######## block 1 ########
**Block 1: clock routing**

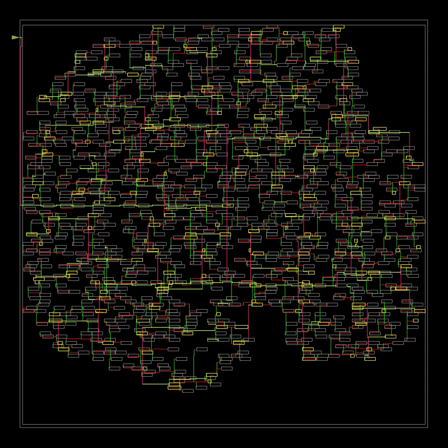

===== src/rtl/register_file_mp.sv =====
// Multi-port integer register file with write-port priority and a per-register busy scoreboard.
// Optional same-cycle write-to-read forwarding is enabled by defining REGFILE_WRITE_BYPASS_EN.
module register_file_mp #(
   parameter int DATA_WIDTH = 32,
   parameter int NUM_REGS   = 32,
   parameter int NUM_READ   = 2,
   parameter int NUM_WRITE  = 2,
   parameter int ZERO_REG   = 1,
   localparam int ADDR_W    = $clog2(NUM_REGS),
   localparam int CNT_W     = ADDR_W + 1
) (
   input  logic                             clk,
   input  logic                             reset,
   input  logic [NUM_READ*ADDR_W-1:0]       read_id,
   output logic [NUM_READ*DATA_WIDTH-1:0]   read_data,
   output logic [NUM_READ-1:0]              read_busy,
   input  logic [NUM_WRITE-1:0]             write_en,
   input  logic [NUM_WRITE*ADDR_W-1:0]      write_id,
   input  logic [NUM_WRITE*DATA_WIDTH-1:0]  write_data,
   input  logic                             reserve_en,
   input  logic [ADDR_W-1:0]                reserve_id,
   output logic [CNT_W-1:0]                 busy_count
);

   logic [DATA_WIDTH-1:0] regs   [NUM_REGS];
   logic [DATA_WIDTH-1:0] wr_val [NUM_REGS];
   logic [NUM_REGS-1:0]   wr_hit;
   logic [NUM_REGS-1:0]   busy_q;
   logic [NUM_REGS-1:0]   busy_next;

   function automatic logic [CNT_W-1:0] popcount(input logic [NUM_REGS-1:0] v);
      logic [CNT_W-1:0] sum;
      sum = '0;
      for (int i = 0; i < NUM_REGS; i++) begin
         sum = sum + CNT_W'(v[i]);
      end
      return sum;
   endfunction

   // Per-register write decode; later ports overwrite earlier ones so the highest port wins.
   always_comb begin
      for (int i = 0; i < NUM_REGS; i++) begin
         wr_hit[i] = 1'b0;
         wr_val[i] = '0;
         for (int p = 0; p < NUM_WRITE; p++) begin
            if (write_en[p] && (write_id[p*ADDR_W +: ADDR_W] == ADDR_W'(i))) begin
               wr_hit[i] = 1'b1;
               wr_val[i] = write_data[p*DATA_WIDTH +: DATA_WIDTH];
            end
         end
      end
      if (ZERO_REG != 0) begin
         wr_hit[0] = 1'b0;
      end
   end

   // Completing writes clear busy first; a same-cycle reserve re-marks it for the new producer.
   always_comb begin
      for (int i = 0; i < NUM_REGS; i++) begin
         busy_next[i] = busy_q[i];
         for (int p = 0; p < NUM_WRITE; p++) begin
            if (write_en[p] && (write_id[p*ADDR_W +: ADDR_W] == ADDR_W'(i))) begin
               busy_next[i] = 1'b0;
            end
         end
         if (reserve_en && (reserve_id == ADDR_W'(i))) begin
            busy_next[i] = 1'b1;
         end
      end
      if (ZERO_REG != 0) begin
         busy_next[0] = 1'b0;
      end
   end

   always_ff @(posedge clk or posedge reset) begin
      if (reset) begin
         busy_q     <= '0;
         busy_count <= '0;
         for (int i = 0; i < NUM_REGS; i++) begin
            regs[i] <= '0;
         end
      end else begin
         busy_q     <= busy_next;
         busy_count <= popcount(busy_next);
         for (int i = 0; i < NUM_REGS; i++) begin
            if (wr_hit[i]) begin
               regs[i] <= wr_val[i];
            end
         end
      end
   end

   for (genvar r = 0; r < NUM_READ; r++) begin : g_rd
      logic [ADDR_W-1:0]     rd_addr;
      logic [DATA_WIDTH-1:0] rd_val;
      logic                  rd_bsy;

      always_comb begin
         rd_addr = read_id[r*ADDR_W +: ADDR_W];
         rd_val  = regs[rd_addr];
         rd_bsy  = busy_q[rd_addr];
`ifdef REGFILE_WRITE_BYPASS_EN
         // Forward pending write data; held off during reset so reads stay zero.
         for (int p = 0; p < NUM_WRITE; p++) begin
            if (!reset && write_en[p] && (write_id[p*ADDR_W +: ADDR_W] == rd_addr)) begin
               rd_val = write_data[p*DATA_WIDTH +: DATA_WIDTH];
               rd_bsy = 1'b0;
            end
         end
`endif
         if ((ZERO_REG != 0) && (rd_addr == '0)) begin
            rd_val = '0;
            rd_bsy = 1'b0;
         end
         read_data[r*DATA_WIDTH +: DATA_WIDTH] = rd_val;
         read_busy[r]                          = rd_bsy;
      end
   end

endmodule


===== config.mk =====
export PLATFORM = sky130hd
export DESIGN_NAME = register_file_mp
export DESIGN_NICKNAME = d
export VERILOG_FILES = /design/src/rtl/register_file_mp.sv
export SDC_FILE = /design/constraint.sdc
export NUM_CORES = 2
export LEC_CHECK = 0
export CAP_MARGIN = 10
export CORE_MARGIN = 2
export CORE_UTILIZATION = 55
export CTS_CLUSTER_DIAMETER = 50
export CTS_CLUSTER_SIZE = 20
export DETAILED_ROUTE_END_ITERATION = 10
export PLACE_DENSITY = 0.81
export SETUP_SLACK_MARGIN = 0.3
export SYNTH_ARGS = -nofsm -noshare
export SYNTH_HDL_FRONTEND = slang
export SYNTH_SLANG_ARGS = --single-unit

===== constraint.sdc =====
create_clock -name clk -period 38.5 [get_ports clk]
set_clock_uncertainty 0.1 [all_clocks]
set_input_delay 3.85 -clock clk [delete_from_list [all_inputs] [get_ports clk]]
set_output_delay 3.85 -clock clk [all_outputs]
set_load 0.1 [all_outputs]

######## block 2 ########
<file path="config.mk">
export PLATFORM = sky130hd
export DESIGN_NAME = regfile_dump_reader
export DESIGN_NICKNAME = d
export VERILOG_FILES = /design/src/rtl/regfile_pkg.sv /design/src/rtl/regfile_dump_reader.sv
export SDC_FILE = /design/constraint.sdc
export NUM_CORES = 1
export LEC_CHECK = 0
export CAP_MARGIN = 20
export CELL_PAD_IN_SITES_DETAIL_PLACEMENT = 1
export CELL_PAD_IN_SITES_GLOBAL_PLACEMENT = 2
export CORE_UTILIZATION = 25
export CTS_CLUSTER_DIAMETER = 100
export DETAILED_ROUTE_END_ITERATION = 16
export GPL_ROUTABILITY_DRIVEN = 0
export GPL_TIMING_DRIVEN = 0
export HOLD_SLACK_MARGIN = 0.05
export PLACE_DENSITY_LB_ADDON = 0.1
export SYNTH_ARGS = -nofsm -noshare
export SYNTH_HDL_FRONTEND = slang
export SYNTH_SLANG_ARGS = --single-unit
</file>
<file path="constraint.sdc">
create_clock -name i_clk -period 1.7 [get_ports i_clk]
set_input_delay 0.255 -clock i_clk [delete_from_list [all_inputs] [get_ports i_clk]]
set_output_delay 0.255 -clock i_clk [all_outputs]
set_load 0.02 [all_outputs]
</file>
<file path="src/rtl/regfile_pkg.sv">
// regfile_pkg: shared register file widths, types and dump engine states
package regfile_pkg;
  localparam int RF_ADDR_W = 5;
  localparam int RF_DATA_W = 32;
  localparam int RF_NUM_REGS = 1 << RF_ADDR_W;
  typedef logic [RF_ADDR_W-1:0] rf_addr_t;
  typedef logic [RF_DATA_W-1:0] rf_data_t;
  typedef enum logic [1:0] {DUMP_IDLE, DUMP_RUN, DUMP_DONE} dump_state_e;
endpackage

</file>
<file path="src/rtl/regfile_dump_reader.sv">
// regfile_dump_reader: streams a wrapping register range from the debug read port as {addr, data} beats
module regfile_dump_reader
  import regfile_pkg::*;
#(
  parameter int ADDR_W = RF_ADDR_W,
  parameter int DATA_W = RF_DATA_W
) (
  input  logic              i_clk,
  input  logic              i_rst,
  input  logic              i_start,
  input  logic              i_abort,
  input  logic [ADDR_W-1:0] i_first_addr,
  input  logic [ADDR_W-1:0] i_last_addr,
  output logic [ADDR_W-1:0] o_rf_addr,
  input  logic [DATA_W-1:0] i_rf_data,
  output logic              o_dump_valid,
  input  logic              i_dump_ready,
  output logic [ADDR_W-1:0] o_dump_addr,
  output logic [DATA_W-1:0] o_dump_data,
  output logic              o_busy,
  output logic              o_done
);
  dump_state_e       state;
  logic [ADDR_W-1:0] cur;
  logic [ADDR_W:0]   rem;
  logic [ADDR_W-1:0] span;
  logic              ld;
  logic              drained;
  assign span      = i_last_addr - i_first_addr;
  assign ld        = (!o_dump_valid || i_dump_ready) && rem != '0;
  assign drained   = !o_dump_valid || i_dump_ready;
  assign o_busy    = state != DUMP_IDLE;
  assign o_rf_addr = state == DUMP_RUN ? cur : '0;
  // Sequencer: walks cur over the range, loads the output register when it is free, pulses done once drained
  always_ff @(posedge i_clk or negedge i_rst) begin
    if (!i_rst) begin
      state        <= DUMP_IDLE;
      cur          <= '0;
      rem          <= '0;
      o_dump_valid <= 1'b0;
      o_dump_addr  <= '0;
      o_dump_data  <= '0;
      o_done       <= 1'b0;
    end else begin
      o_done <= 1'b0;
      case (state)
        DUMP_IDLE: begin
          if (i_start && !i_abort) begin
            cur   <= i_first_addr;
            rem   <= {1'b0, span} + 1'b1;
            state <= DUMP_RUN;
          end
        end
        DUMP_RUN: begin
          if (i_abort) begin
            o_dump_valid <= 1'b0;
            rem          <= '0;
            state        <= DUMP_IDLE;
          end else if (ld) begin
            o_dump_data  <= i_rf_data;
            o_dump_addr  <= cur;
            o_dump_valid <= 1'b1;
            cur          <= cur + 1'b1;
            rem          <= rem - 1'b1;
          end else if (drained) begin
            o_dump_valid <= 1'b0;
            o_done       <= 1'b1;
            state        <= DUMP_DONE;
          end
        end
        default: state <= DUMP_IDLE;
      endcase
    end
  end
endmodule

</file>
**Block 2: M2 wires**

Drawn at 4 px/um.
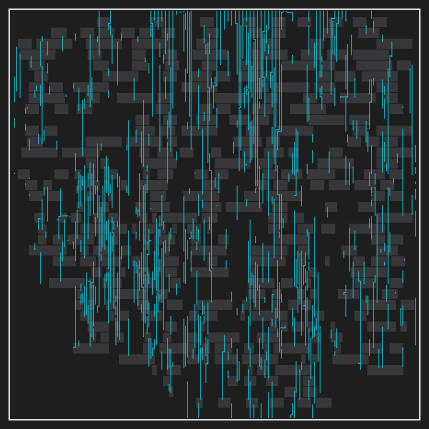
share of all routed wire: 50%
longest straight run: 43.7 um
wire length on this layer: 3,820 um
main direction: vertical
nets with wire on the layer: 375
vias: 2,160
met2 usage: 25.1%

==> flow_summary_export.csv, block 2 <==
group,metric,value,unit
cells_and_area,buf_share,30.6,%
cells_and_area,fillers,1072,
synthesis,synth-edff-count,0,
die,initCoreUtil,25.7,%
cells_and_area,nets,401,
routing,routedLengthMet1,3360,um
routing,highest_layer,"met4",
cells_and_area,regMostFlops,"o_dump_data",
cells_and_area,clock_buffers,5,
routing,drt-total-wl,7670,um
min_path,min-delay-start,"i_first_addr[0]",
setup_path,critPathArrivalTime,2060,ps
status,violations,"negative setup slack",
synthesis,synthAdderAreaFrac,4.78,%
status,status,"finished, violations left",
timing,post-route-worst-setup-slack,-153,ps
min_path,holdPathStages,3,
timing,maxSlewHeadroom,64.3,%
min_path,hp-class,"in -> reg",
timing,worst_pin_slew,535,ps
timing,setup_viol,44,
cells_and_area,n_all_buffers,131,
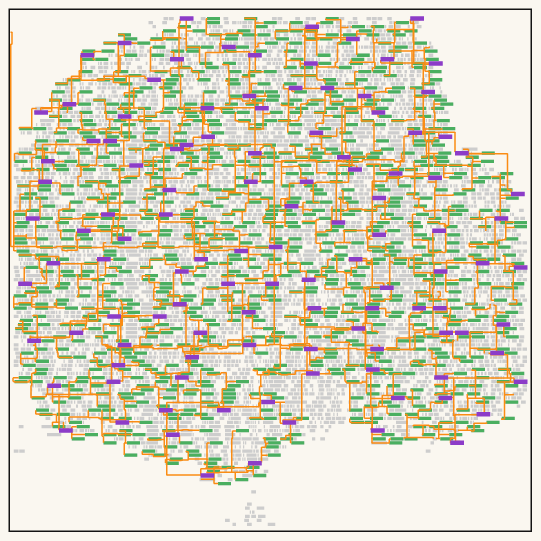
**Above:** block 1 (clock network drawn from the DEF).
Drawn at 1.5 px/um.
[orange] clock wires | length: 13,400 um
[green] flip-flops | count: 1,029
[purple] clock-net drivers | count: 114
routed clock nets: 115
clk pwr: 1210 uW
clock share of power: 28.9%
clk latency late pin: 740 ps

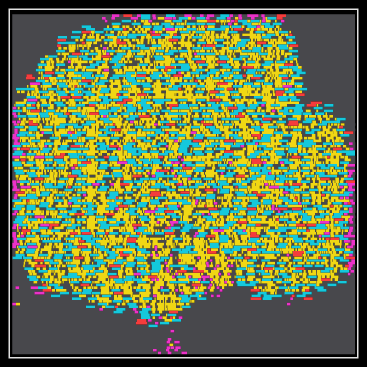
**Above:** block 1 (cell classes on the final placement).
Drawn at 1 px/um. Fill, decap, tap and diode cells in grey.
| colour | class | cells |
|---|---|---|
| red | clock drivers and dummy loads | 213 |
| magenta | remaining buffers and delay cells | 282 |
| cyan | registers | 1,029 |
| yellow | remaining logic cells | 4,869 |
sequential share of cell area: 36.3%
CORE AREA: 117,000 sq um

About 'clock routing' of block 1:
clkbuf count: 129
registers: 1,029

==> flow_summary_export.csv, block 1 <==
group,metric,value,unit
cells_and_area,fillers,9028,
cells_and_area,final_cells,7937,
clock_tree,tritoncts,"yes",
power,netSwitchingPower,1530,uW
routing,vias_per_cell,7.14,
grt,overflow,0,
die,io_pins,166,
synthesis,synth-edff-count,0,
timing,finalMaxSlewViolations,0,
clock_tree,cts.sinks,1029,
placed_design,gp_congestion,0.966,
status,status,"completed",
grt,gr-usage-all-layers,38.4,%
min_path,hp-class,"reg -> reg",
cells_and_area,regArea,25700,sq um
cells_and_area,nets,6420,
routing,drt-total-wl,238000,um
cells_and_area,drive_gt1_share,11.1,%


==> gallery <==
Wires at chosen ports, followed through buffers.
panel A
Drawn at 1 px/um.
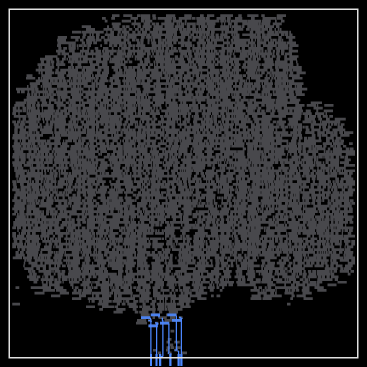
panel B
Drawn at 4 px/um.
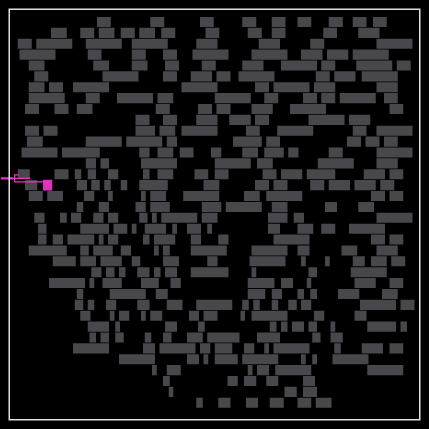
- most cells: panel A
Panel A is block 1.
Panel B is block 2.

Key to panel B:
| colour | port | bits | direction | end cells | buffers | wire |
|---|---|---|---|---|---|---|
| magenta | o_busy | 1 | output | 1 | 1 | 15.9 um |

Power figures rest on the tool's default switching activity, not on a simulated workload.
